# spi_frame_tx_flat

File: src/rtl/spi_frame_tx_pkg.sv
// Shared definitions for the SPI frame transmitter: FSM state encoding and the
// counter-width helper used by the transmitter and its clock divider.
package spi_frame_tx_pkg;

    localparam logic [1:0] ST_IDLE  = 2'd0;
    localparam logic [1:0] ST_SHIFT = 2'd1;
    localparam logic [1:0] ST_HOLD  = 2'd2;
    localparam logic [1:0] ST_GAP   = 2'd3;

    typedef enum logic [1:0] {
        IDLE  = ST_IDLE,
        SHIFT = ST_SHIFT,
        HOLD  = ST_HOLD,
        GAP   = ST_GAP
    } state_t;

    // Bits needed to hold every value 0..max_count inclusive.
    function automatic int cnt_width(input int max_count);
        return (max_count < 1) ? 1 : $clog2(max_count + 1);
    endfunction

endpackage

File: src/rtl/spi_frame_tx_if.sv
// Frame handshake between a producer and the SPI frame transmitter.
interface spi_frame_tx_if #(
    parameter int NB = 16
);
    logic          in_valid;
    logic          in_ready;
    logic [NB-1:0] in_data;
    logic          abort;

    modport master (output in_valid, in_data, abort, input in_ready);
    modport slave  (input in_valid, in_data, abort, output in_ready);
endinterface

File: src/rtl/spi_clk_div.sv
// Half-period counter for the serial clock: tick ends each half-period,
// rise/fall mark the ends of the low and high halves respectively.
module spi_clk_div
    import spi_frame_tx_pkg::*;
#(
    parameter int CLK_DIV = 2
) (
    input  logic clk,
    input  logic rst_n,
    input  logic run,
    output logic tick,
    output logic rise,
    output logic fall
);
    localparam int            CW   = cnt_width(CLK_DIV);
    localparam logic [CW-1:0] LAST = CW'(CLK_DIV - 1);

    logic [CW-1:0] cnt;
    logic          phase;

    // NOTE: sequential state uses non-blocking assignments so every register
    // samples the pre-edge values regardless of statement order.
    always_ff @(posedge clk or negedge rst_n) begin
        if (!rst_n) begin
            cnt   <= '0;
            phase <= 1'b0;
        end else if (!run) begin
            cnt   <= '0;
            phase <= 1'b0;
        end else if (cnt == LAST) begin
            cnt   <= '0;
            phase <= ~phase;
        end else begin
            cnt   <= cnt + 1'b1;
        end
    end

    assign tick = run && (cnt == LAST);
    assign rise = tick && !phase;
    assign fall = tick && phase;

endmodule

File: src/rtl/spi_frame_tx.sv
// Shifts one frame of cascaded device words out over SPI with a cs_n load
// strobe, fixed hold and gap phases, abort and a completion pulse.
module spi_frame_tx
    import spi_frame_tx_pkg::*;
#(
    parameter int WIDTH     = 16,
    parameter int N_DEV     = 1,
    parameter int CLK_DIV   = 2,
    parameter bit MSB_FIRST = 1'b1
) (
    input  logic         clk,
    input  logic         rst_n,
    spi_frame_tx_if.slave bus,
    output logic         sclk,
    output logic         mosi,
    output logic         cs_n,
    output logic         busy,
    output logic         done
);
    localparam int            NB       = WIDTH * N_DEV;
    localparam int            BW       = cnt_width(NB);
    localparam logic [BW-1:0] LAST_BIT = BW'(NB - 1);

    state_t        state;
    logic [NB-1:0] sr;
    logic [NB-1:0] sr_next;
    logic [BW-1:0] bit_cnt;
    logic          in_ready_q;
    logic          accept;
    logic          take_abort;
    logic          run;
    logic          tick;
    logic          rise;
    logic          fall;

    function automatic logic first_bit(input logic [NB-1:0] v);
        return MSB_FIRST ? v[NB-1] : v[0];
    endfunction

    // in_ready_q is high exactly in IDLE, so it doubles as the state qualifier.
    assign accept     = in_ready_q && bus.in_valid;
    assign take_abort = bus.abort && (state == SHIFT || state == HOLD);
    assign run        = (state != IDLE) && !take_abort;
    assign sr_next    = MSB_FIRST ? (sr << 1) : (sr >> 1);

    spi_clk_div #(.CLK_DIV(CLK_DIV)) u_div (
        .clk  (clk),
        .rst_n(rst_n),
        .run  (run),
        .tick (tick),
        .rise (rise),
        .fall (fall)
    );

    always_ff @(posedge clk or negedge rst_n) begin
        if (!rst_n) begin
            state      <= IDLE;
            sr         <= '0;
            bit_cnt    <= '0;
            in_ready_q <= 1'b1;
            cs_n       <= 1'b1;
            sclk       <= 1'b0;
            mosi       <= 1'b0;
            done       <= 1'b0;
        end else begin
            done <= 1'b0;
            if (take_abort) begin
                sclk    <= 1'b0;
                mosi    <= 1'b0;
                cs_n    <= 1'b1;
                bit_cnt <= '0;
                state   <= GAP;
            end else begin
                case (state)
                    IDLE: if (accept) begin
                        sr         <= bus.in_data;
                        mosi       <= first_bit(bus.in_data);
                        cs_n       <= 1'b0;
                        in_ready_q <= 1'b0;
                        state      <= SHIFT;
                    end
                    SHIFT: if (rise) begin
                        sclk <= 1'b1;
                    end else if (fall) begin
                        sclk <= 1'b0;
                        if (bit_cnt == LAST_BIT) begin
                            bit_cnt <= '0;
                            mosi    <= 1'b0;
                            state   <= HOLD;
                        end else begin
                            bit_cnt <= bit_cnt + 1'b1;
                            sr      <= sr_next;
                            mosi    <= first_bit(sr_next);
                        end
                    end
                    HOLD: if (tick) begin
                        cs_n  <= 1'b1;
                        done  <= 1'b1;
                        state <= GAP;
                    end
                    GAP: if (tick) begin
                        in_ready_q <= 1'b1;
                        state      <= IDLE;
                    end
                    default: state <= IDLE;
                endcase
            end
        end
    end

    assign bus.in_ready = in_ready_q;
    assign busy         = ~in_ready_q;

endmodule
File: src/flat_wrapper.sv
// flat-port wrapper written by rule: the top's interface ports become plain ports
module spi_frame_tx_flat import spi_frame_tx_pkg::*;
#(
    parameter int WIDTH     = 16,
    parameter int N_DEV     = 1,
    parameter int CLK_DIV   = 2,
    parameter bit MSB_FIRST = 1'b1
)
  (clk, rst_n, sclk, mosi, cs_n, busy, done, bus_in_valid, bus_in_data, bus_abort, bus_in_ready);
  spi_frame_tx_if bus_i ();
  input  logic clk;
  input  logic rst_n;
  output logic sclk;
  output logic mosi;
  output logic cs_n;
  output logic busy;
  output logic done;
  input wire logic [$bits(bus_i.in_valid)-1:0] bus_in_valid;
  input wire logic [$bits(bus_i.in_data)-1:0] bus_in_data;
  input wire logic [$bits(bus_i.abort)-1:0] bus_abort;
  output wire logic [$bits(bus_i.in_ready)-1:0] bus_in_ready;
  assign bus_i.in_valid = bus_in_valid;
  assign bus_i.in_data = bus_in_data;
  assign bus_i.abort = bus_abort;
  assign bus_in_ready = bus_i.in_ready;
  spi_frame_tx #(.WIDTH(WIDTH), .N_DEV(N_DEV), .CLK_DIV(CLK_DIV), .MSB_FIRST(MSB_FIRST)) u_core (.clk(clk), .rst_n(rst_n), .bus(bus_i), .sclk(sclk), .mosi(mosi), .cs_n(cs_n), .busy(busy), .done(done));
endmodule
File: config.mk
export PLATFORM = sky130hd
export DESIGN_NAME = spi_frame_tx_flat
export DESIGN_NICKNAME = d
export VERILOG_FILES = /design/src/rtl/spi_frame_tx_pkg.sv /design/src/rtl/spi_frame_tx_if.sv /design/src/rtl/spi_clk_div.sv /design/src/rtl/spi_frame_tx.sv /design/src/flat_wrapper.sv
export SDC_FILE = /design/constraint.sdc
export NUM_CORES = 1
export LEC_CHECK = 0
export CAP_MARGIN = 10
export CORE_MARGIN = 5
export CORE_UTILIZATION = 55
export CTS_BUF_LIST = sky130_fd_sc_hd__clkbuf_8
export DETAILED_ROUTE_END_ITERATION = 7
export PLACE_DENSITY_LB_ADDON = 0.1
export SYNTH_ARGS = -nofsm -noshare
export SYNTH_HDL_FRONTEND = slang
export SYNTH_SLANG_ARGS = --single-unit
File: constraint.sdc
create_clock -name clk -period 2.85 [get_ports clk]
set_input_delay 0.57 -clock clk [delete_from_list [all_inputs] [get_ports clk]]
set_output_delay 0.57 -clock clk [all_outputs]
set_load 0.02 [all_outputs]
spi_frame_tx_flat/met1.png
Bar = 20 um. Supply wires on this layer in gray.
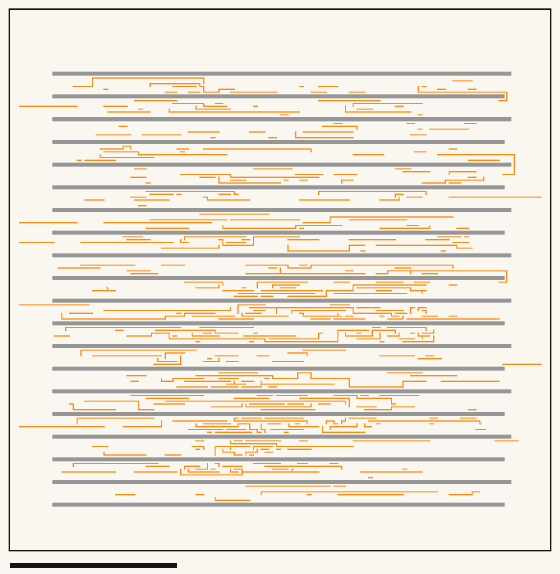
main direction: horizontal
longest straight run: 21.6 um
wire length on this layer: 1610 um
global routing usage on met1: 0.243
Detailed Route WL: 3.25 mm
Vias: 1124

spi_frame_tx_flat/met2.png
Bar = 20 um.
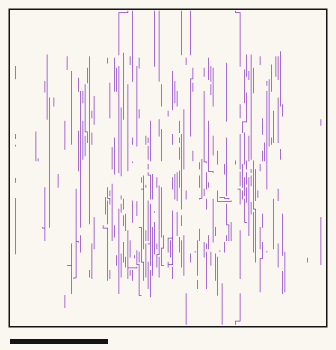
share of all routed wire: 44%
main direction: vertical
longest straight run: 34.3 um

spi_frame_tx_flat/met3.png
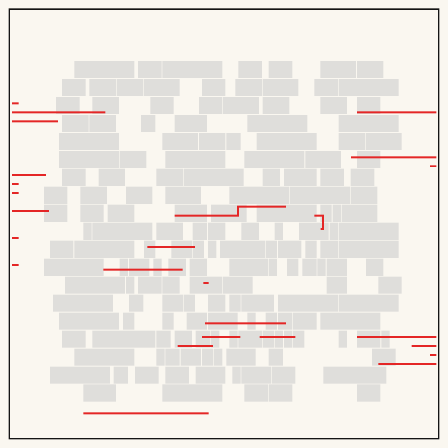
longest straight run: 18.6 um
share of all routed wire: 5.2%
nets with wire on the layer: 23
main direction: horizontal

==> results.yml <==
# flow metrics
setup_path:
  r2r-end: "u_core.sr[11]$_DFFE_PN0P_"
  path_max_fanout: 15
  crit_arrival_ns: 2.54
  path_cells: "inv_1, ha_1, or3b_1, nor3b_4, o21ai_4, mux2_2"
  r2r_slack_ns: 0.47
route:
  wl_met2_mm: 1.41
  viasPerCell: 5.68
  drc: 0
  drt_iter0_markers: 67
final_layout:
  largest_register_ffs: 15
  seq_share: 0.373
  top_register: "u_core.sr"
  signal_buffers: 28
status:
  status: "completed"
global_route:
  grt_pass1_vias: 1126
  grt_first_pass_wirelength_mm: 5.59
cts:
  clock_sinks: 30
die:
  taps: 31
  die_x_um: 64.8
sta:
  min_period_ns: 2.38
  tightestPinTransition_ns: 0.632
  holdWs_ns: 0.484
synth:
  synth_cells: 136

# rr_arb4

**src/rtl/rr_arb4.sv**
```systemverilog


module rr_arb4 #(
  parameter int unsigned MAX_BURST = 4
) (
  input  logic       clk,
  input  logic       rst,
  input  logic [3:0] req,
  output logic [3:0] grant,
  output logic [1:0] sel,
  output logic       busy
);
  typedef enum logic {S_IDLE, S_OWNED} state_t;

  state_t     r_state, w_state_nxt;
  logic [1:0] r_ptr, w_ptr_nxt;
  logic [1:0] r_owner, w_owner_nxt;
  logic [1:0] r_sel, w_sel_nxt;
  logic [3:0] r_grant, w_grant_nxt;
  logic       r_busy;
  logic       w_win_vld;
  logic [1:0] w_win_idx;
  logic       w_take;

`ifdef RR_ARB4_BURST_LIMIT_EN
  logic [7:0] r_cnt, w_cnt_nxt;
  logic       w_other;
  assign w_other = |(req & ~(4'b0001 << r_owner));
`else
  localparam int unused_max_burst = MAX_BURST;
`endif

  // Scan from r_ptr downward in distance so the nearest set bit is assigned last.
  always_comb begin
    w_win_vld = 1'b0;
    w_win_idx = r_ptr;
    for (int k = 3; k >= 0; k--) begin
      if (req[r_ptr + 2'(k)]) begin
        w_win_vld = 1'b1;
        w_win_idx = r_ptr + 2'(k);
      end
    end
  end

  always_comb begin
    w_state_nxt = r_state;
    w_ptr_nxt   = r_ptr;
    w_owner_nxt = r_owner;
    w_sel_nxt   = r_sel;
    w_grant_nxt = r_grant;
    w_take      = 1'b0;
`ifdef RR_ARB4_BURST_LIMIT_EN
    w_cnt_nxt   = r_cnt;
`endif
    case (r_state)
      S_IDLE: begin
        w_grant_nxt = '0;
        if (w_win_vld) w_take = 1'b1;
      end
      S_OWNED: begin
        // Owner's own bit is low here, so any winner is a different requester.
        if (!req[r_owner]) begin
          if (w_win_vld) w_take = 1'b1;
          else begin
            w_grant_nxt = '0;
            w_state_nxt = S_IDLE;
          end
        end
`ifdef RR_ARB4_BURST_LIMIT_EN
        // r_ptr is already past the owner, so the scan reaches it last.
        else if (r_cnt >= 8'(MAX_BURST) && w_other) w_take = 1'b1;
        else if (r_cnt < 8'(MAX_BURST)) w_cnt_nxt = r_cnt + 8'd1;
`endif
      end
      default: begin
        w_grant_nxt = '0;
        w_state_nxt = S_IDLE;
      end
    endcase
    if (w_take) begin
      w_state_nxt = S_OWNED;
      w_grant_nxt = 4'b0001 << w_win_idx;
      w_sel_nxt   = w_win_idx;
      w_owner_nxt = w_win_idx;
      w_ptr_nxt   = w_win_idx + 2'd1;
`ifdef RR_ARB4_BURST_LIMIT_EN
      w_cnt_nxt   = 8'd1;
`endif
    end
  end

  always_ff @(posedge clk) begin
    if (rst) begin
      r_state <= S_IDLE;
      r_ptr   <= '0;
      r_owner <= '0;
      r_sel   <= '0;
      r_grant <= '0;
      r_busy  <= 1'b0;
    end else begin
      r_state <= w_state_nxt;
      r_ptr   <= w_ptr_nxt;
      r_owner <= w_owner_nxt;
      r_sel   <= w_sel_nxt;
      r_grant <= w_grant_nxt;
      r_busy  <= |w_grant_nxt;
    end
  end

`ifdef RR_ARB4_BURST_LIMIT_EN
  always_ff @(posedge clk) begin
    if (rst) r_cnt <= '0;
    else     r_cnt <= w_cnt_nxt;
  end
`endif

  assign grant = r_grant;
  assign sel   = r_sel;
  assign busy  = r_busy;
endmodule

```
**config.mk**
```make
export PLATFORM = sky130hd
export DESIGN_NAME = rr_arb4
export DESIGN_NICKNAME = d
export VERILOG_FILES = /design/src/rtl/rr_arb4.sv
export SDC_FILE = /design/constraint.sdc
export NUM_CORES = 1
export LEC_CHECK = 0
export CELL_PAD_IN_SITES_DETAIL_PLACEMENT = 1
export CELL_PAD_IN_SITES_GLOBAL_PLACEMENT = 1
export CORE_ASPECT_RATIO = 0.8
export CORE_MARGIN = 3
export CORE_UTILIZATION = 30
export CTS_CLUSTER_DIAMETER = 120
export CTS_CLUSTER_SIZE = 25
export DETAILED_ROUTE_END_ITERATION = 8
export PLACE_DENSITY = 0.67
export SYNTH_ARGS = -nofsm -noshare
export SYNTH_HDL_FRONTEND = slang
export SYNTH_SLANG_ARGS = --single-unit
```
**constraint.sdc**
```tcl
create_clock -name clk -period 2.6 [get_ports clk]
set_input_delay 0.52 -clock clk [delete_from_list [all_inputs] [get_ports clk]]
set_output_delay 0.52 -clock clk [all_outputs]
set_load 0.01 [all_outputs]
```
rr_arb4/met1.png
Bar = 20 um. Supply wires on this layer in gray.
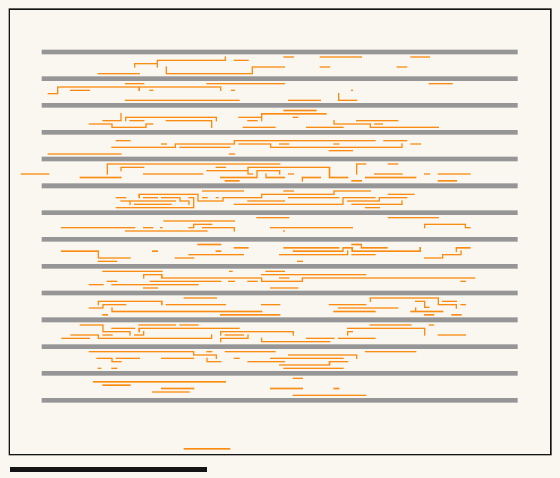
wire length on this layer: 858 um
main direction: horizontal
longest straight run: 17.5 um

rr_arb4/met2.png
Bar = 20 um.
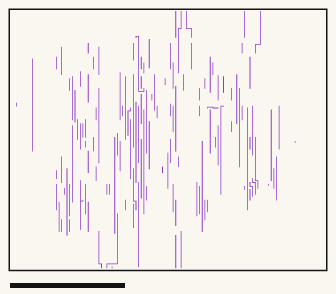
main direction: vertical
wire length on this layer: 699 um
longest straight run: 18.0 um
share of all routed wire: 43%
Detailed Route WL: 1.62 mm
met2 usage: 0.233
Vias: 597

==> results.yml <==
# flow metrics
sta:
  final.setup.tns_ns: 0
  min_period_ns: 2.43
  drv_slew: 0
  fmax_ghz: 0.412
die:
  ios: 13
  rows: 13
  core_area_um2: 1710
  die_h_um: 45.1
  taps: 22
run:
  drv_cap: 0
cts:
  numCtsBuffers: 3
  clk_path_buf_depth: 2
  cts_hold_buf: 0
  cts_resized: 0
  htree_num_levels: 1
final_layout:
  largest_register_ffs: 4
  seq_area_um2: 200
  logic_gates: 54
  fin_util: 0.476
  final_common_cell: "clkdlybuf4s50_1"
  synthToLayoutAreaGrowth_pct: 42.2
  comb_area_frac: 0.425
  logic_area_um2: 345
  stdcell_area_um2: 813
  fin_nets: 106
synth:
  synth_cells: 71
  common_cells: "10 x dfxtp_1, 9 x a21oi_1, 6 x nand2_1, 6 x nand3_1"
  yosysTopAreaCellShare: 0.350
  synth-compound-area-share: 0.252
  ys_async_sr_fraction: 0
  edf_count: 0
  synthAdderAreaFrac: 0.0875
  ys_sh_xor: 0
  fp_nets: 81
  synth_area_um2: 572
  top_cell: "dfxtp_1"
  ys_sh_simple: 0.225
  topCellsByArea: "dfxtp_1 35%, ha_1 8.8%, a21oi_1 7.9%"
  ys_ff: 10
route:
  highest_layer: "met3"
  drtAntennaViolNets: 0
  first_pass_iters: 4
  drt_iter0_markers: 8
min_path:
  hp-start: "grant[0]$_SDFF_PP0_"
power_and_ir_drop:
  pwr-share-comb: 0.426
  pg_seq_w: 0.000206
  p_clk_w: 0.000105
  internal_power_w: 0.000360
setup_path:
  critPathCapture: "busy$_SDFF_PP0_"
  r2r_start: "r_ptr[0]$_SDFFE_PP0P_"
  crit_slowest_cell: "clkdlybuf4s50_1"
  cp-end-kind: "flop"
  cp_num_buf_inv: 2
placement:
  placed_cell_area_um2: 788
  io_buffers: 12
  place_congestion: 0.721
global_route:
  grt.total_usage: 0.160
  grt_start_max_net_pins: 11
  grt_first_pass_wirelength_mm: 2.79
status:
  status: "completed"

# mem_access_unit

mem_access_unit/met1.png
Bar = 20 um. Supply wires on this layer in gray.
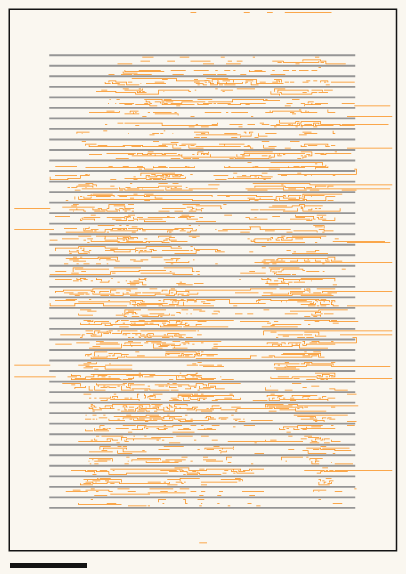
`config.mk`:
```
export PLATFORM = sky130hd
export DESIGN_NAME = mem_access_unit
export DESIGN_NICKNAME = d
export VERILOG_FILES = /design/src/rtl/mem_access_unit.sv
export SDC_FILE = /design/constraint.sdc
export NUM_CORES = 1
export LEC_CHECK = 0
export ABC_AREA = 1
export CORE_ASPECT_RATIO = 1.5
export CORE_MARGIN = 10
export CORE_UTILIZATION = 46
export DETAILED_ROUTE_END_ITERATION = 6
export HOLD_SLACK_MARGIN = 0.06
export PLACE_DENSITY = 0.81
export SKIP_LAST_GASP = 1
export SYNTH_ARGS = -nofsm -noshare
export SYNTH_HDL_FRONTEND = slang
export SYNTH_SLANG_ARGS = --single-unit
export TNS_END_PERCENT = 10
```
`constraint.sdc`:
```
create_clock -name clk -period 2.8 [get_ports clk]
set_input_delay 0.42 -clock clk [delete_from_list [all_inputs] [get_ports clk]]
set_output_delay 0.42 -clock clk [all_outputs]
set_load 0.02 [all_outputs]
```
`src/rtl/mem_access_unit.sv`:
```
// rtl/mem_access_unit.sv - PC / IR / data-address sequencer arbitrating fetch, data and branch onto one memory port
module mem_access_unit #(
    parameter int AW       = 9,
    parameter int DW       = 16,
    parameter int OFFW     = 8,
    parameter int RESET_PC = 0,
    parameter int TIMEOUT  = 15
) (
    input  logic            clk,
    input  logic            reset,
    input  logic            fetch_req,
    input  logic            data_req,
    input  logic            data_we,
    input  logic [AW-1:0]   data_addr_in,
    input  logic [DW-1:0]   wdata_in,
    input  logic            branch_en,
    input  logic [1:0]      branch_mode,
    input  logic [OFFW-1:0] branch_off,
    input  logic [AW-1:0]   branch_target,
    input  logic            mem_ready,
    input  logic [DW-1:0]   mem_rdata,
    output logic [AW-1:0]   mem_addr,
    output logic [1:0]      mem_cmd,
    output logic [DW-1:0]   mem_wdata,
    output logic [DW-1:0]   ir_out,
    output logic [DW-1:0]   rdata_out,
    output logic [AW-1:0]   pc_out,
    output logic [AW-1:0]   link_out,
    output logic            busy,
    output logic            done,
    output logic            err
);

    localparam logic [1:0] CMD_NONE  = 2'b00;
    localparam logic [1:0] CMD_READ  = 2'b01;
    localparam logic [1:0] CMD_WRITE = 2'b10;
    localparam int         WDW       = $clog2(TIMEOUT + 1);
    localparam logic [WDW-1:0] WD_LAST = WDW'(TIMEOUT - 1);

    typedef enum logic [1:0] {
        S_IDLE  = 2'b00,
        S_FETCH = 2'b01,
        S_DATA  = 2'b10
    } state_t;

    state_t        r_state, w_state_next;
    logic [AW-1:0] r_pc, w_pc_next;
    logic [DW-1:0] r_ir, w_ir_next;
    logic [DW-1:0] r_rdata, w_rdata_next;
    logic [AW-1:0] r_link, w_link_next;
    logic [AW-1:0] r_daddr, w_daddr_next;
    logic [DW-1:0] r_wdata, w_wdata_next;
    logic          r_we, w_we_next;
    logic [WDW-1:0] r_wd, w_wd_next;
    logic          w_done_next;
    logic          r_done;
    logic          r_err, w_err_next;
    logic [1:0]    r_cmd, w_cmd_next;
    logic [AW-1:0] r_addr, w_addr_next;
    logic [AW-1:0] w_off_sext;

    assign w_off_sext = AW'($signed(branch_off));

    always_comb begin
        w_state_next = r_state;
        w_pc_next    = r_pc;
        w_ir_next    = r_ir;
        w_rdata_next = r_rdata;
        w_link_next  = r_link;
        w_daddr_next = r_daddr;
        w_wdata_next = r_wdata;
        w_we_next    = r_we;
        w_wd_next    = r_wd;
        w_done_next  = 1'b0;
        w_err_next   = r_err;
        w_cmd_next   = CMD_NONE;
        w_addr_next  = r_pc;

        case (r_state)
            S_IDLE: begin
                if (branch_en) begin
                    if (branch_mode[1]) begin
                        w_link_next = r_pc;
                    end
                    w_pc_next = branch_mode[0] ? branch_target : r_pc + w_off_sext;
                end else if (fetch_req) begin
                    w_state_next = S_FETCH;
                    w_wd_next    = '0;
                end else if (data_req) begin
                    w_state_next = S_DATA;
                    w_daddr_next = data_addr_in;
                    w_wdata_next = wdata_in;
                    w_we_next    = data_we;
                    w_wd_next    = '0;
                end
            end
            S_FETCH: begin
                if (mem_ready) begin
                    w_ir_next    = mem_rdata;
                    w_pc_next    = r_pc + 1'b1;
                    w_done_next  = 1'b1;
                    w_state_next = S_IDLE;
                end else if (r_wd == WD_LAST) begin
                    w_err_next   = 1'b1;
                    w_state_next = S_IDLE;
                end else begin
                    w_wd_next = r_wd + 1'b1;
                end
            end
            S_DATA: begin
                if (mem_ready) begin
                    if (!r_we) begin
                        w_rdata_next = mem_rdata;
                    end
                    w_done_next  = 1'b1;
                    w_state_next = S_IDLE;
                end else if (r_wd == WD_LAST) begin
                    w_err_next   = 1'b1;
                    w_state_next = S_IDLE;
                end else begin
                    w_wd_next = r_wd + 1'b1;
                end
            end
            default: w_state_next = S_IDLE;
        endcase

        // Memory-side outputs are registered, so derive them from the state being entered.
        case (w_state_next)
            S_FETCH: begin
                w_cmd_next  = CMD_READ;
                w_addr_next = w_pc_next;
            end
            S_DATA: begin
                w_cmd_next  = w_we_next ? CMD_WRITE : CMD_READ;
                w_addr_next = w_daddr_next;
            end
            default: begin
                w_cmd_next  = CMD_NONE;
                w_addr_next = w_pc_next;
            end
        endcase
    end

    always_ff @(posedge clk) begin
        if (reset) begin
            r_state <= S_IDLE;
            r_pc    <= AW'(RESET_PC);
            r_ir    <= '0;
            r_rdata <= '0;
            r_link  <= '0;
            r_daddr <= '0;
            r_wdata <= '0;
            r_we    <= 1'b0;
            r_wd    <= '0;
            r_done  <= 1'b0;
            r_err   <= 1'b0;
            r_cmd   <= CMD_NONE;
            r_addr  <= AW'(RESET_PC);
        end else begin
            r_state <= w_state_next;
            r_pc    <= w_pc_next;
            r_ir    <= w_ir_next;
            r_rdata <= w_rdata_next;
            r_link  <= w_link_next;
            r_daddr <= w_daddr_next;
            r_wdata <= w_wdata_next;
            r_we    <= w_we_next;
            r_wd    <= w_wd_next;
            r_done  <= w_done_next;
            r_err   <= w_err_next;
            r_cmd   <= w_cmd_next;
            r_addr  <= w_addr_next;
        end
    end

    assign busy      = (r_state != S_IDLE);
    assign mem_addr  = r_addr;
    assign mem_cmd   = r_cmd;
    assign mem_wdata = r_wdata;
    assign ir_out    = r_ir;
    assign rdata_out = r_rdata;
    assign pc_out    = r_pc;
    assign link_out  = r_link;
    assign done      = r_done;
    assign err       = r_err;

endmodule

```
==> results.yml <==
# flow metrics
placement:
  placed_cell_area_um2: 5950
  place_congestion: 0.917
route:
  vias: 4460
  wirelength_mm: 13.8
  highest_layer: "met4"
  wl_met2_mm: 7.23
sta:
  max-slew-margin-rel: 0.615
  fmax_ghz: 0.399
  finClkSkew_ns: 0.00740
  tightestPinTransition_ns: 0.576
setup_path:
  worstSetupStartpointType: "flop"
  critPathKind: "reg -> out"
  cpLargestDelayFamily: "buffers and inverters"
  ff2ff_path_depth: 11
  path_max_fanout: 9
final_layout:
  drive_gt1_frac: 0.0519
  final_cells: 864
global_route:
  grt_util_met3: 0.0565
  grt.total_usage: 0.196
  grt_start_max_net_pins: 54
status:
  status: "completed"
synth:
  synthAdderAreaFrac: 0.0531
  topCombFamilyByArea: "simple AND/OR/NAND/NOR gates"
  synth_cell_types: 38
  fp_nets: 692
cts:
  cts_root_buffer: "clkbuf_16"
  clock_sinks: 95
min_path:
  hp-class: "reg -> reg"
run:
  warnings: 31
die:
  die_h_um: 140
## Picture notes: mem_access_unit/met1.png
wire length on this layer: 5050 um
share of all routed wire: 37%


# ex_mem_stage

File: src/rtl/ex_mem_pkg.sv
// Shared types for the EX->MEM stage: condition codes, NZVC flags, payload struct
// and the branch-condition evaluator.
package ex_mem_pkg;

    localparam int EX_MEM_WIDTH      = 16;
    localparam int EX_MEM_REG_ADDR_W = 4;

    typedef enum logic [3:0] {
        COND_EQ, COND_NE, COND_CS, COND_CC, COND_MI, COND_PL, COND_VS, COND_VC,
        COND_HI, COND_LS, COND_GE, COND_LT, COND_GT, COND_LE, COND_AL, COND_NV
    } cond_e;

    typedef struct packed {
        logic n;
        logic z;
        logic v;
        logic c;
    } nzvc_t;

    // Field widths follow the package constants; the stage parameters must match them.
    typedef struct packed {
        logic [EX_MEM_WIDTH-1:0]      alu;
        logic [EX_MEM_REG_ADDR_W-1:0] rd_addr;
        logic                         wr_en;
        logic                         mem_rd;
        logic                         mem_wr;
        logic [EX_MEM_WIDTH-1:0]      store_data;
        logic                         br_taken;
    } ex_mem_payload_t;

    function automatic logic cond_eval(input cond_e cond, input nzvc_t f);
        logic r;
        case (cond)
            COND_EQ: r = f.z;
            COND_NE: r = ~f.z;
            COND_CS: r = f.c;
            COND_CC: r = ~f.c;
            COND_MI: r = f.n;
            COND_PL: r = ~f.n;
            COND_VS: r = f.v;
            COND_VC: r = ~f.v;
            COND_HI: r = f.c & ~f.z;
            COND_LS: r = ~f.c | f.z;
            COND_GE: r = (f.n == f.v);
            COND_LT: r = (f.n != f.v);
            COND_GT: r = ~f.z & (f.n == f.v);
            COND_LE: r = f.z | (f.n != f.v);
            COND_AL: r = 1'b1;
            default: r = 1'b0;
        endcase
        return r;
    endfunction

endpackage

File: src/rtl/ex_mem_stage_skid.sv
// Two-entry output buffer (output register + skid) for the EX->MEM stage.
// Only instantiated when EX_MEM_SKID_EN is defined; in_ready_o is fully registered.
module ex_mem_skid #(
    parameter int PW = 8
) (
    input  logic          clk_i,
    input  logic          rst_i,
    input  logic          flush_i,
    input  logic          acc_i,
    input  logic [PW-1:0] data_i,
    input  logic          out_ready_i,
    output logic          in_ready_o,
    output logic          out_valid_o,
    output logic [PW-1:0] data_o
);
    logic          out_valid_q, out_valid_d;
    logic          skid_valid_q, skid_valid_d;
    logic [PW-1:0] out_q, out_d;
    logic [PW-1:0] skid_q, skid_d;

    always_comb begin
        out_valid_d  = out_valid_q;
        skid_valid_d = skid_valid_q;
        out_d        = out_q;
        skid_d       = skid_q;
        if (flush_i) begin
            out_valid_d  = 1'b0;
            skid_valid_d = 1'b0;
        end else if (~out_valid_q | out_ready_i) begin
            // Older parked entry always moves ahead of a newly accepted one.
            if (skid_valid_q) begin
                out_d        = skid_q;
                out_valid_d  = 1'b1;
                skid_valid_d = acc_i;
                if (acc_i) skid_d = data_i;
            end else begin
                out_valid_d = acc_i;
                if (acc_i) out_d = data_i;
            end
        end else if (acc_i) begin
            skid_valid_d = 1'b1;
            skid_d       = data_i;
        end
    end

    always_ff @(posedge clk_i or posedge rst_i) begin
        if (rst_i) begin
            out_valid_q  <= 1'b0;
            skid_valid_q <= 1'b0;
            out_q        <= '0;
            skid_q       <= '0;
        end else begin
            out_valid_q  <= out_valid_d;
            skid_valid_q <= skid_valid_d;
            out_q        <= out_d;
            skid_q       <= skid_d;
        end
    end

    assign in_ready_o  = ~skid_valid_q;
    assign out_valid_o = out_valid_q;
    assign data_o      = out_q;

endmodule

File: src/rtl/ex_mem_stage.sv
// EX->MEM pipeline register with NZVC flags and branch evaluation.
// Define EX_MEM_SKID_EN to add a one-entry skid buffer with registered in_ready.
module ex_mem_stage
    import ex_mem_pkg::*;
#(
    parameter int WIDTH      = EX_MEM_WIDTH,
    parameter int REG_ADDR_W = EX_MEM_REG_ADDR_W
) (
    input  logic                  clk,
    input  logic                  rst,
    input  logic                  in_valid,
    output logic                  in_ready,
    input  logic [WIDTH-1:0]      alu_out,
    input  logic [3:0]            alu_nzvc,
    input  logic                  set_flags,
    input  logic                  is_branch,
    input  logic [3:0]            cond,
    input  logic [REG_ADDR_W-1:0] rd_addr,
    input  logic                  wr_en,
    input  logic                  mem_rd,
    input  logic                  mem_wr,
    input  logic [WIDTH-1:0]      store_data,
    input  logic                  flush,
    output logic                  out_valid,
    input  logic                  out_ready,
    output logic [WIDTH-1:0]      out_alu,
    output logic [REG_ADDR_W-1:0] out_rd_addr,
    output logic                  out_wr_en,
    output logic                  out_mem_rd,
    output logic                  out_mem_wr,
    output logic [WIDTH-1:0]      out_store_data,
    output logic                  out_br_taken,
    output logic [3:0]            flags_q
);
    logic            acc;
    logic [3:0]      flags_d;
    ex_mem_payload_t pl_in, pl_out;

    assign acc = in_valid & in_ready & ~flush;

    // Branch sees the committed flags, never the ones this instruction produces.
    assign pl_in = '{alu:        alu_out,
                     rd_addr:    rd_addr,
                     wr_en:      wr_en,
                     mem_rd:     mem_rd,
                     mem_wr:     mem_wr,
                     store_data: store_data,
                     br_taken:   is_branch & cond_eval(cond_e'(cond), nzvc_t'(flags_q))};

    assign flags_d = (acc & set_flags) ? alu_nzvc : flags_q;

    always_ff @(posedge clk or posedge rst) begin
        if (rst) flags_q <= '0;
        else     flags_q <= flags_d;
    end

`ifdef EX_MEM_SKID_EN
    ex_mem_skid #(.PW($bits(ex_mem_payload_t))) u_skid (
        .clk_i       (clk),
        .rst_i       (rst),
        .flush_i     (flush),
        .acc_i       (acc),
        .data_i      (pl_in),
        .out_ready_i (out_ready),
        .in_ready_o  (in_ready),
        .out_valid_o (out_valid),
        .data_o      (pl_out)
    );
`else
    logic            out_valid_q, out_valid_d;
    ex_mem_payload_t pl_q, pl_d;

    assign in_ready = ~out_valid_q | out_ready;

    always_comb begin
        out_valid_d = out_valid_q;
        pl_d        = pl_q;
        if (flush) begin
            out_valid_d = 1'b0;
        end else if (acc) begin
            out_valid_d = 1'b1;
            pl_d        = pl_in;
        end else if (out_ready) begin
            out_valid_d = 1'b0;
        end
    end

    always_ff @(posedge clk or posedge rst) begin
        if (rst) begin
            out_valid_q <= 1'b0;
            pl_q        <= '0;
        end else begin
            out_valid_q <= out_valid_d;
            pl_q        <= pl_d;
        end
    end

    assign out_valid = out_valid_q;
    assign pl_out    = pl_q;
`endif

    assign out_alu        = pl_out.alu;
    assign out_rd_addr    = pl_out.rd_addr;
    assign out_wr_en      = pl_out.wr_en;
    assign out_mem_rd     = pl_out.mem_rd;
    assign out_mem_wr     = pl_out.mem_wr;
    assign out_store_data = pl_out.store_data;
    assign out_br_taken   = pl_out.br_taken;

endmodule

File: config.mk
export PLATFORM = sky130hd
export DESIGN_NAME = ex_mem_stage
export DESIGN_NICKNAME = d
export VERILOG_FILES = /design/src/rtl/ex_mem_pkg.sv /design/src/rtl/ex_mem_stage_skid.sv /design/src/rtl/ex_mem_stage.sv
export SDC_FILE = /design/constraint.sdc
export NUM_CORES = 1
export LEC_CHECK = 0
export ABC_AREA = 1
export CORE_MARGIN = 10
export CORE_UTILIZATION = 39
export CTS_BUF_LIST = sky130_fd_sc_hd__clkbuf_16
export DETAILED_ROUTE_END_ITERATION = 16
export MAX_ROUTING_LAYER = met4
export PLACE_DENSITY = 0.88
export SETUP_SLACK_MARGIN = 0.02
export SKIP_CTS_REPAIR_TIMING = 1
export SLEW_MARGIN = 10
export SYNTH_ARGS = -nofsm -noshare
export SYNTH_HDL_FRONTEND = slang
export SYNTH_SLANG_ARGS = --single-unit
File: constraint.sdc
create_clock -name clk -period 2.1 [get_ports clk]
set_clock_uncertainty 0.2 [all_clocks]
set_input_delay 0.42 -clock clk [delete_from_list [all_inputs] [get_ports clk]]
set_output_delay 0.42 -clock clk [all_outputs]
set_load 0.05 [all_outputs]
ex_mem_stage/met1.png
Bar = 20 um. Supply wires on this layer in gray.
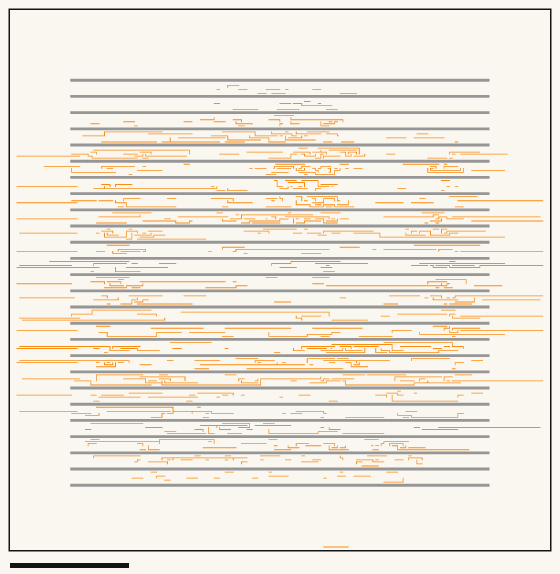
main direction: horizontal
share of all routed wire: 43%
wire length on this layer: 2390 um
longest straight run: 24.8 um
Detailed Route WL: 5.51 mm
global routing usage on met1: 0.157
Vias: 1829

ex_mem_stage/met2.png
Bar = 20 um.
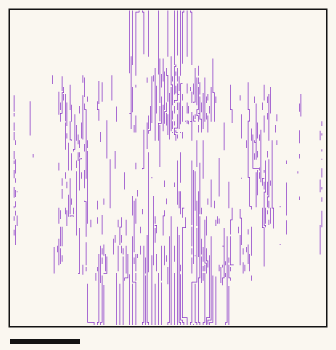
wire length on this layer: 2720 um
longest straight run: 34.3 um
nets with wire on the layer: 311

==> results.yml <==
# flow metrics
power_and_ir_drop:
  vdd.ir_drop.worst_uv: 493
  power_w: 0.00286
  pwr-share-comb: 0.370
  seqPwrFrac: 0.378
  pg_seq_w: 0.00108
  internal_power_w: 0.00178
placement:
  place_ws_ns: 0.113
  placed_cell_area_um2: 2920
final_layout:
  comb_area_frac: 0.236
  lay_top_cells: "143 x nand2_1, 53 x clkdlybuf4s50_1, 48 x buf_4, 45 x dfrtp_1, 12 x inv_1"
  num_antenna_cells: 0
  synthToLayoutAreaGrowth_pct: 56.9
  final_common_cell: "nand2_1"
  signal_buffers: 103
route:
  routed-wl-met3_um: 373
run:
  warnings: 26
global_route:
  antenna_found_initial: 0
  grt_first_pass_wirelength_mm: 9.16
setup_path:
  r2r-end: "out_alu[0]$_DFFE_PP0P_"
cts:
  clk_pin_slew_worst_paths_ns: 0.06
sta:
  timing.final.ws_setup_ns: 0.307
  tightestPinTransition_ns: 0.338
  drv_slew: 0
synth:
  ys_area_um2: 1950
  topCombFamilyByArea: "simple AND/OR/NAND/NOR gates"
  yosys_cells: 242
  mux_share: 0.00771
  synth_cells: 242
status:
  status: "completed"
die:
  taps: 67
  core_area_um2: 4790
ex_mem_stage/met3.png
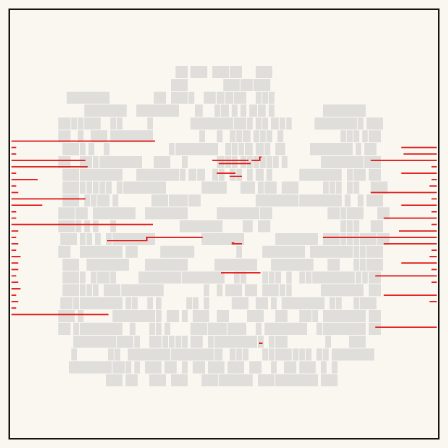
nets with wire on the layer: 60
main direction: horizontal
wire length on this layer: 374 um
met3 Use GR: 0.0416


# follow_cmd_ctrl

follow_cmd_ctrl/met1.png
Bar = 20 um. Supply wires on this layer in gray.
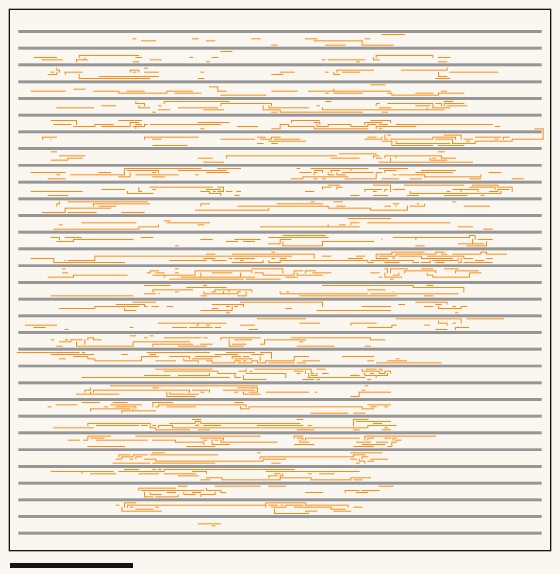
follow_cmd_ctrl/met2.png
Bar = 20 um.
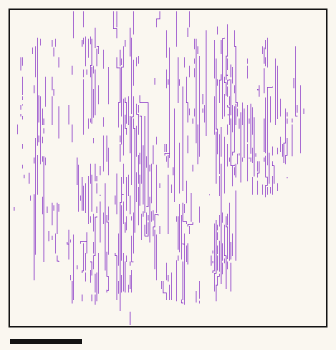
### src/rtl/follow_cmd_ctrl.sv
// follow_cmd_ctrl: run sequencer for the line-follower robot.
// Ports: clk, rst_n (sync, active-low); cmd/cmd_rdy/clr_cmd_rdy command
//   handshake; ID/ID_vld/clr_ID_vld barcode handshake; line_present,
//   bump_n sensors; go, buzz, lost, busy registered status outputs.
module follow_cmd_ctrl #(
    parameter int FAST_SIM   = 0,
    parameter int LOST_CYC   = 4096,
    parameter int SETTLE_CYC = 1024
) (
    input  logic       clk,
    input  logic       rst_n,
    input  logic [7:0] cmd,
    input  logic       cmd_rdy,
    output logic       clr_cmd_rdy,
    input  logic [7:0] ID,
    input  logic       ID_vld,
    output logic       clr_ID_vld,
    input  logic       line_present,
    input  logic       bump_n,
    output logic       go,
    output logic       buzz,
    output logic       lost,
    output logic       busy
);

    localparam int LOST_LIM   = (FAST_SIM != 0) ? 64 : LOST_CYC;
    localparam int SETTLE_LIM = (FAST_SIM != 0) ? 16 : SETTLE_CYC;
    localparam logic [11:0] LOST_END   = 12'(LOST_LIM - 1);
    localparam logic [11:0] SETTLE_END = 12'(SETTLE_LIM - 1);

    typedef enum logic [1:0] {
        IDLE = 2'd0,
        RUN  = 2'd1,
        BUMP = 2'd2
    } state_t;

    state_t      state_q;
    logic [5:0]  dest_q;
    logic [11:0] lost_cnt_q;
    logic [11:0] settle_cnt_q;
    logic        go_q;
    logic        buzz_q;
    logic        lost_q;
    logic        busy_q;
    logic        clr_cmd_q;
    logic        clr_id_q;

    // A request is new only while our own clear pulse is not out,
    // so a held valid is never consumed twice.
    logic cmd_v;
    logic id_v;
    logic op_go;
    logic op_stop;
    logic id_hit;
    logic line_gone;

    assign cmd_v     = cmd_rdy && !clr_cmd_q;
    assign id_v      = ID_vld && !clr_id_q;
    assign op_go     = cmd_v && (cmd[7:6] == 2'b01);
    assign op_stop   = cmd_v && (cmd[7:6] == 2'b00);
    assign id_hit    = id_v && (ID[7:6] == 2'b00) && (ID[5:0] == dest_q);
    assign line_gone = !line_present && (lost_cnt_q == LOST_END);

    always_ff @(posedge clk) begin
        if (!rst_n) begin
            state_q      <= IDLE;
            dest_q       <= '0;
            lost_cnt_q   <= '0;
            settle_cnt_q <= '0;
            go_q         <= 1'b0;
            buzz_q       <= 1'b0;
            lost_q       <= 1'b0;
            busy_q       <= 1'b0;
            clr_cmd_q    <= 1'b0;
            clr_id_q     <= 1'b0;
        end else begin
            clr_cmd_q <= cmd_v;
            clr_id_q  <= id_v;
            unique case (state_q)
                IDLE: begin
                    lost_cnt_q   <= '0;
                    settle_cnt_q <= '0;
                    if (op_go) begin
                        dest_q  <= cmd[5:0];
                        lost_q  <= 1'b0;
                        go_q    <= 1'b1;
                        busy_q  <= 1'b1;
                        state_q <= RUN;
                    end
                end
                RUN: begin
                    settle_cnt_q <= '0;
                    if (!bump_n) begin
                        go_q       <= 1'b0;
                        buzz_q     <= 1'b1;
                        lost_cnt_q <= '0;
                        state_q    <= BUMP;
                    end else if (op_stop) begin
                        go_q       <= 1'b0;
                        busy_q     <= 1'b0;
                        lost_cnt_q <= '0;
                        state_q    <= IDLE;
                    end else if (line_gone) begin
                        go_q       <= 1'b0;
                        lost_q     <= 1'b1;
                        busy_q     <= 1'b0;
                        lost_cnt_q <= '0;
                        state_q    <= IDLE;
                    end else if (id_hit) begin
                        go_q       <= 1'b0;
                        busy_q     <= 1'b0;
                        lost_cnt_q <= '0;
                        state_q    <= IDLE;
                    end else begin
                        if (op_go) begin
                            dest_q <= cmd[5:0];
                        end
                        if (line_present) begin
                            lost_cnt_q <= '0;
                        end else if (lost_cnt_q != 12'hFFF) begin
                            lost_cnt_q <= lost_cnt_q + 12'd1;
                        end
                    end
                end
                BUMP: begin
                    lost_cnt_q <= '0;
                    if (op_stop) begin
                        buzz_q       <= 1'b0;
                        busy_q       <= 1'b0;
                        settle_cnt_q <= '0;
                        state_q      <= IDLE;
                    end else begin
                        if (op_go) begin
                            dest_q <= cmd[5:0];
                        end
                        if (!bump_n) begin
                            settle_cnt_q <= '0;
                        end else if (settle_cnt_q == SETTLE_END) begin
                            buzz_q       <= 1'b0;
                            go_q         <= 1'b1;
                            settle_cnt_q <= '0;
                            state_q      <= RUN;
                        end else if (settle_cnt_q != 12'hFFF) begin
                            settle_cnt_q <= settle_cnt_q + 12'd1;
                        end
                    end
                end
                default: begin
                    go_q    <= 1'b0;
                    buzz_q  <= 1'b0;
                    busy_q  <= 1'b0;
                    state_q <= IDLE;
                end
            endcase
        end
    end

    assign clr_cmd_rdy = clr_cmd_q;
    assign clr_ID_vld  = clr_id_q;
    assign go          = go_q;
    assign buzz        = buzz_q;
    assign lost        = lost_q;
    assign busy        = busy_q;

endmodule

### config.mk
export PLATFORM = sky130hd
export DESIGN_NAME = follow_cmd_ctrl
export DESIGN_NICKNAME = d
export VERILOG_FILES = /design/src/rtl/follow_cmd_ctrl.sv
export SDC_FILE = /design/constraint.sdc
export NUM_CORES = 1
export LEC_CHECK = 0
export CAP_MARGIN = 25
export CELL_PAD_IN_SITES_DETAIL_PLACEMENT = 0
export CELL_PAD_IN_SITES_GLOBAL_PLACEMENT = 2
export CORE_UTILIZATION = 29
export DETAILED_ROUTE_END_ITERATION = 10
export GPL_ROUTABILITY_DRIVEN = 0
export GPL_TIMING_DRIVEN = 0
export PLACE_DENSITY_LB_ADDON = 0.25
export SLEW_MARGIN = 40
export SYNTH_ARGS = -nofsm -noshare
export SYNTH_HDL_FRONTEND = slang
export SYNTH_SLANG_ARGS = --single-unit
### constraint.sdc
create_clock -name clk -period 1.9 [get_ports clk]
set_input_delay 0.38 -clock clk [delete_from_list [all_inputs] [get_ports clk]]
set_output_delay 0.38 -clock clk [all_outputs]
set_load 0.05 [all_outputs]
==> results.yml <==
# flow metrics
setup_path:
  cpLargestDelayFamily: "buffers and inverters"
  critPathRequiredTime_ns: 1.52
  path_max_fanout: 4
  cp-end-kind: "output port"
  ff2ff_path_depth: 8
  cp_num_buf_inv: 1
power_and_ir_drop:
  top_power_group: "sequential cells"
  clockPowerShare: 0.370
  p_clk_w: 0.000596
global_route:
  antenna_found_initial: 0
  grt_overflow: 0
  grt_util_met3: 0.0339
synth:
  common_cells: "40 x nand2_1, 38 x dfxtp_1, 19 x a21oi_1, 19 x nor2_1, 16 x nand3_1"
  edf_count: 0
  yosys_warnings: 0
  ys_sh_simple: 0.359
  ys_sh_xor: 0.0451
  mux_share: 0.0281
  ys_area_um2: 2140
  ff_type: "dfxtp_1"
  synth.avg_cell_area_um2: 8.15
  synth-compound-area-share: 0.158
cts:
  cts_setup_buffers: 10
  clk_path_buf_depth: 2
route:
  highest_layer: "met4"
  first_pass_iters: 4
  drtAntennaViolNets: 0
  viasPerCell: 5.02
  routed-wl-met3_um: 193
sta:
  max-slew-margin-rel: 0.623
  finClkSkew_ns: 0.00364
run:
  drv_cap: 0
die:
  rows: 30
  die_x_um: 87.8
  taps: 96
  chip_area_um2: 7710
  core_area_um2: 6940
final_layout:
  fillers: 737
  logic_area_um2: 1330
  largest_class: "combinational gates"
  clock_area_frac: 0.0325
  inv_count: 6
  seq_area_um2: 769
  drive_gt1_frac: 0.165
  seq_share: 0.274
  final_cells: 405
status:
  status: "completed"
min_path:
  min_delay_worst_endpoint: "clr_cmd_rdy$_SDFF_PN0_"
Notes on follow_cmd_ctrl/met1.png above:
longest straight run: 32.0 um
nets with wire on the layer: 301
main direction: horizontal
Detailed Route WL: 5.97 mm
Vias: 2034
global routing usage on met1: 0.224

Notes on follow_cmd_ctrl/met2.png above:
longest straight run: 33.3 um
share of all routed wire: 47%


# instruction_trace_buffer

instruction_trace_buffer/met1.png
Bar = 100 um. Supply wires on this layer in gray.
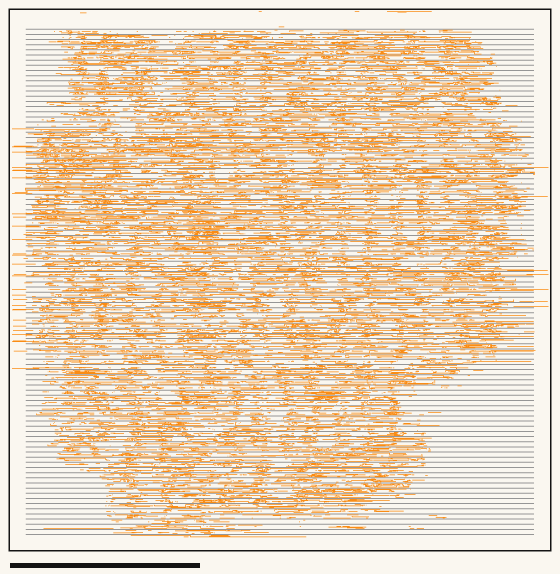
instruction_trace_buffer/met2.png
Bar = 100 um.
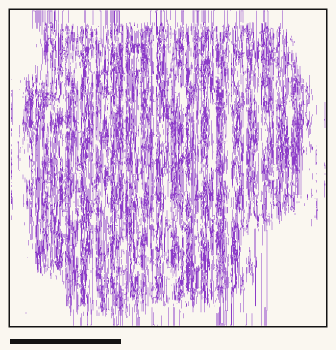
[src/rtl/instruction_trace_buffer.sv]
// rtl/instruction_trace_buffer.sv - retired pc/instruction capture FIFO with trigger, limit and stream drain
module instruction_trace_buffer #(
    parameter int DEPTH  = 16,
    parameter int ADDR_W = 4
) (
    input  logic              clk,
    input  logic              rst,
    input  logic [31:0]       pc,
    input  logic [31:0]       instruction,
    input  logic              start,
    input  logic              stop,
    input  logic              clear,
    input  logic              triggerEnable,
    input  logic [31:0]       triggerPc,
    input  logic [15:0]       captureLimit,
    output logic              outValid,
    input  logic              outReady,
    output logic [31:0]       outPc,
    output logic [31:0]       outInstr,
    output logic [ADDR_W:0]   level,
    output logic              overflow,
    output logic [15:0]       droppedCount,
    output logic              busy
);

    localparam logic [1:0] ST_IDLE    = 2'd0;
    localparam logic [1:0] ST_ARMED   = 2'd1;
    localparam logic [1:0] ST_CAPTURE = 2'd2;
    localparam logic [1:0] ST_DONE    = 2'd3;

    localparam logic [ADDR_W:0]   FULL_LEVEL = (ADDR_W+1)'(DEPTH);
    localparam logic [ADDR_W:0]   LEVEL_ONE  = (ADDR_W+1)'(1);
    localparam logic [ADDR_W-1:0] PTR_ONE    = ADDR_W'(1);

    logic [1:0]        state_q, state_d;
    logic [ADDR_W-1:0] wr_ptr_q, wr_ptr_d;
    logic [ADDR_W-1:0] rd_ptr_q, rd_ptr_d;
    logic [ADDR_W:0]   level_q, level_d;
    logic              overflow_q, overflow_d;
    logic [15:0]       dropped_q, dropped_d;
    logic [15:0]       accepted_q, accepted_d;

    logic [31:0] pc_mem_q    [DEPTH];
    logic [31:0] instr_mem_q [DEPTH];

    logic        pop;
    logic        trig_match;
    logic        push_req;
    logic        push_ok;
    logic        drop;
    logic        limit_hit;
    logic [15:0] accepted_inc;

    always_comb begin
        pop          = (level_q != '0) && outReady && !clear;
        trig_match   = (state_q == ST_ARMED) && (pc == triggerPc);
        push_req     = !clear && !stop && ((state_q == ST_CAPTURE) || trig_match);
        // A full FIFO still takes the push when the head leaves on the same edge
        push_ok      = push_req && ((level_q != FULL_LEVEL) || pop);
        drop         = push_req && !push_ok;
        accepted_inc = accepted_q + 16'd1;
        limit_hit    = push_ok && (captureLimit != 16'd0) && (accepted_inc == captureLimit);

        state_d    = state_q;
        wr_ptr_d   = wr_ptr_q;
        rd_ptr_d   = rd_ptr_q;
        level_d    = level_q;
        overflow_d = overflow_q;
        dropped_d  = dropped_q;
        accepted_d = accepted_q;

        if (clear) begin
            state_d    = ST_IDLE;
            wr_ptr_d   = '0;
            rd_ptr_d   = '0;
            level_d    = '0;
            overflow_d = 1'b0;
            dropped_d  = '0;
            accepted_d = '0;
        end else begin
            case (state_q)
                ST_IDLE, ST_DONE: begin
                    if (start) begin
                        state_d    = triggerEnable ? ST_ARMED : ST_CAPTURE;
                        accepted_d = '0;
                    end
                end
                ST_ARMED: begin
                    if (stop)            state_d = ST_DONE;
                    else if (trig_match) state_d = ST_CAPTURE;
                end
                ST_CAPTURE: begin
                    if (stop) state_d = ST_DONE;
                end
                default: state_d = ST_IDLE;
            endcase

            if (limit_hit) state_d = ST_DONE;

            if (push_ok) begin
                wr_ptr_d   = wr_ptr_q + PTR_ONE;
                accepted_d = accepted_inc;
            end
            if (pop) rd_ptr_d = rd_ptr_q + PTR_ONE;

            if (push_ok && !pop)      level_d = level_q + LEVEL_ONE;
            else if (!push_ok && pop) level_d = level_q - LEVEL_ONE;

            if (drop) begin
                overflow_d = 1'b1;
                if (dropped_q != 16'hFFFF) dropped_d = dropped_q + 16'd1;
            end
        end
    end

    always_ff @(posedge clk or posedge rst) begin
        if (rst) begin
            state_q    <= ST_IDLE;
            wr_ptr_q   <= '0;
            rd_ptr_q   <= '0;
            level_q    <= '0;
            overflow_q <= 1'b0;
            dropped_q  <= '0;
            accepted_q <= '0;
        end else begin
            state_q    <= state_d;
            wr_ptr_q   <= wr_ptr_d;
            rd_ptr_q   <= rd_ptr_d;
            level_q    <= level_d;
            overflow_q <= overflow_d;
            dropped_q  <= dropped_d;
            accepted_q <= accepted_d;
        end
    end

    // Storage carries no reset; the outputs are masked while the FIFO is empty
    always_ff @(posedge clk) begin
        if (push_ok) begin
            pc_mem_q[wr_ptr_q]    <= pc;
            instr_mem_q[wr_ptr_q] <= instruction;
        end
    end

    assign outValid     = (level_q != '0);
    assign outPc        = outValid ? pc_mem_q[rd_ptr_q] : 32'd0;
    assign outInstr     = outValid ? instr_mem_q[rd_ptr_q] : 32'd0;
    assign level        = level_q;
    assign overflow     = overflow_q;
    assign droppedCount = dropped_q;
    assign busy         = (state_q == ST_ARMED) || (state_q == ST_CAPTURE);

endmodule

[config.mk]
export PLATFORM = sky130hd
export DESIGN_NAME = instruction_trace_buffer
export DESIGN_NICKNAME = d
export VERILOG_FILES = /design/src/rtl/instruction_trace_buffer.sv
export SDC_FILE = /design/constraint.sdc
export NUM_CORES = 1
export LEC_CHECK = 0
export ABC_AREA = 1
export CAP_MARGIN = 40
export CORE_MARGIN = 8
export CORE_UTILIZATION = 60
export DETAILED_ROUTE_END_ITERATION = 7
export PLACE_DENSITY = 0.79
export SYNTH_ARGS = -nofsm -noshare
export SYNTH_HDL_FRONTEND = slang
export SYNTH_SLANG_ARGS = --single-unit
[constraint.sdc]
create_clock -name clk -period 7.05 [get_ports clk]
set_clock_uncertainty 0.2 [all_clocks]
set_input_delay 1.41 -clock clk [delete_from_list [all_inputs] [get_ports clk]]
set_output_delay 1.41 -clock clk [all_outputs]
set_load 0.02 [all_outputs]
==> results.yml <==
# flow metrics
status:
  status: "completed"
synth:
  ys_sh_xor: 0.00770
  fp_nets: 3448
  synth.avg_cell_area_um2: 13.1
  ys_ff: 1072
  yosysTopAreaCell: "edfxtp_1"
  synthAdderAreaFrac: 0.00421
  synth_cell_types: 43
  yosys_warnings: 0
  ys_area_um2: 43400
power_and_ir_drop:
  pwr-share-comb: 0.220
  pg_seq_w: 0.00715
  power.switching_w: 0.00469
  vdd.ir_drop.worst_uv: 285
  p_per_area_nw_per_um2: 315
die:
  die_h_um: 285
  core_area_um2: 71500
  chip_area_um2: 81200
sta:
  final.setup.tns_ns: 0
  holdWs_ns: 0.321
  drv_slew: 0
  fmax_ghz: 0.166
  hold_viol: 0
  max-slew-margin-rel: 0.313
  rsz0062_at_grt: "false"
min_path:
  hp-start: "overflow$_DFFE_PP0P_"
global_route:
  grt_overflow: 0
  grt.total_usage: 0.268
  grt_start_max_net_pins: 207
  busiest_layer: "met2"
  antenna_found_initial: 12
cts:
  cts_root_buffer: "clkbuf_16"
  numCtsBuffers: 100
  htree_num_levels: 3
  cts_setup_buffers: 0
  clk_pin_slew_worst_paths_ns: 0.06
final_layout:
  fillers: 4510
  reg_top3: "instr_mem_q x512, pc_mem_q x512"
  final_common_cell: "edfxtp_1"
  inv_count: 102
  stdcell_area_um2: 49700
  drive_gt1_frac: 0.0794
  fin_nets: 3593
  logic_area_um2: 10200
  seq_share: 0.643
  lay_top_cells: "1024 x edfxtp_1, 570 x nor2_1, 524 x o21ai_0, 206 x clkdlybuf4s50_1, 172 x o221ai_1"
  largest_class: "flip-flops and latches"
route:
  first_pass_iters: 6
  drtAntennaViolNets: 0
  highest_layer: "met5"
  drc: 0
  routed-wl-met3_mm: 11.7
  m1WireLength_mm: 41.8
setup_path:
  critPathCapture: "outPc[4]"
  path_depth: 8
  cp-end-kind: "output port"
  crit_arrival_ns: 4.41
  r2r_slack_ns: 2.64
  worstSetupStartpointType: "flop"
  ff2ff_path_depth: 16
placement:
  dp.cells: 4308
  hpwl_mm: 62.1
run:
  drv_cap: 0
## Picture notes: instruction_trace_buffer/met1.png
longest straight run: 69.0 um
wire length on this layer: 41.8 mm
nets with wire on the layer: 3405
share of all routed wire: 37%

## Picture notes: instruction_trace_buffer/met2.png
longest straight run: 92.3 um
wire length on this layer: 54.6 mm
share of all routed wire: 49%
Detailed Route WL: 112 mm
Vias: 29400
met2 usage: 0.436



## Gallery

Signal wires on met3.
shot_01.png
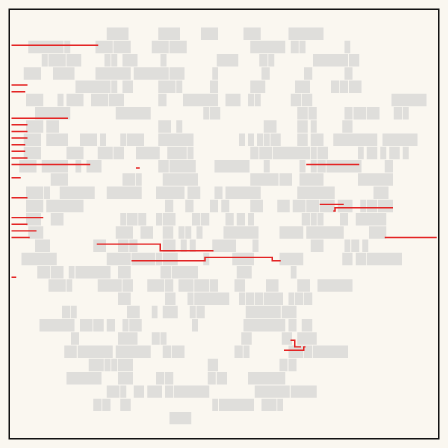
shot_02.png
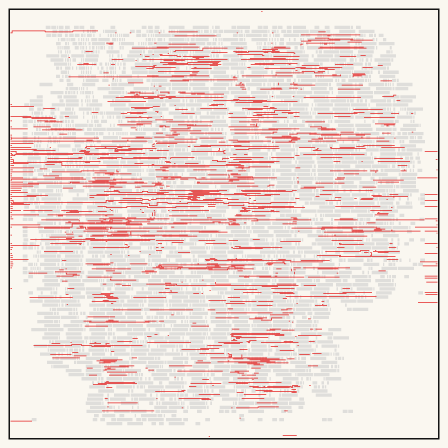
shot_03.png
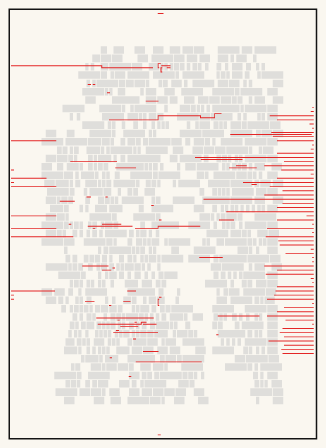
shot_04.png
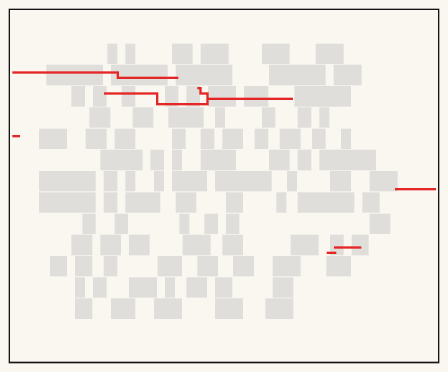
For instruction_trace_buffer, see shot_02.png.
For follow_cmd_ctrl, see shot_01.png.
For mem_access_unit, see shot_03.png.
For rr_arb4, see shot_04.png.

Key to shot_02.png:
wire length on this layer: 11700 um
longest straight run: 121 um
nets with wire on the layer: 428

Power and IR drop assume default switching activity.
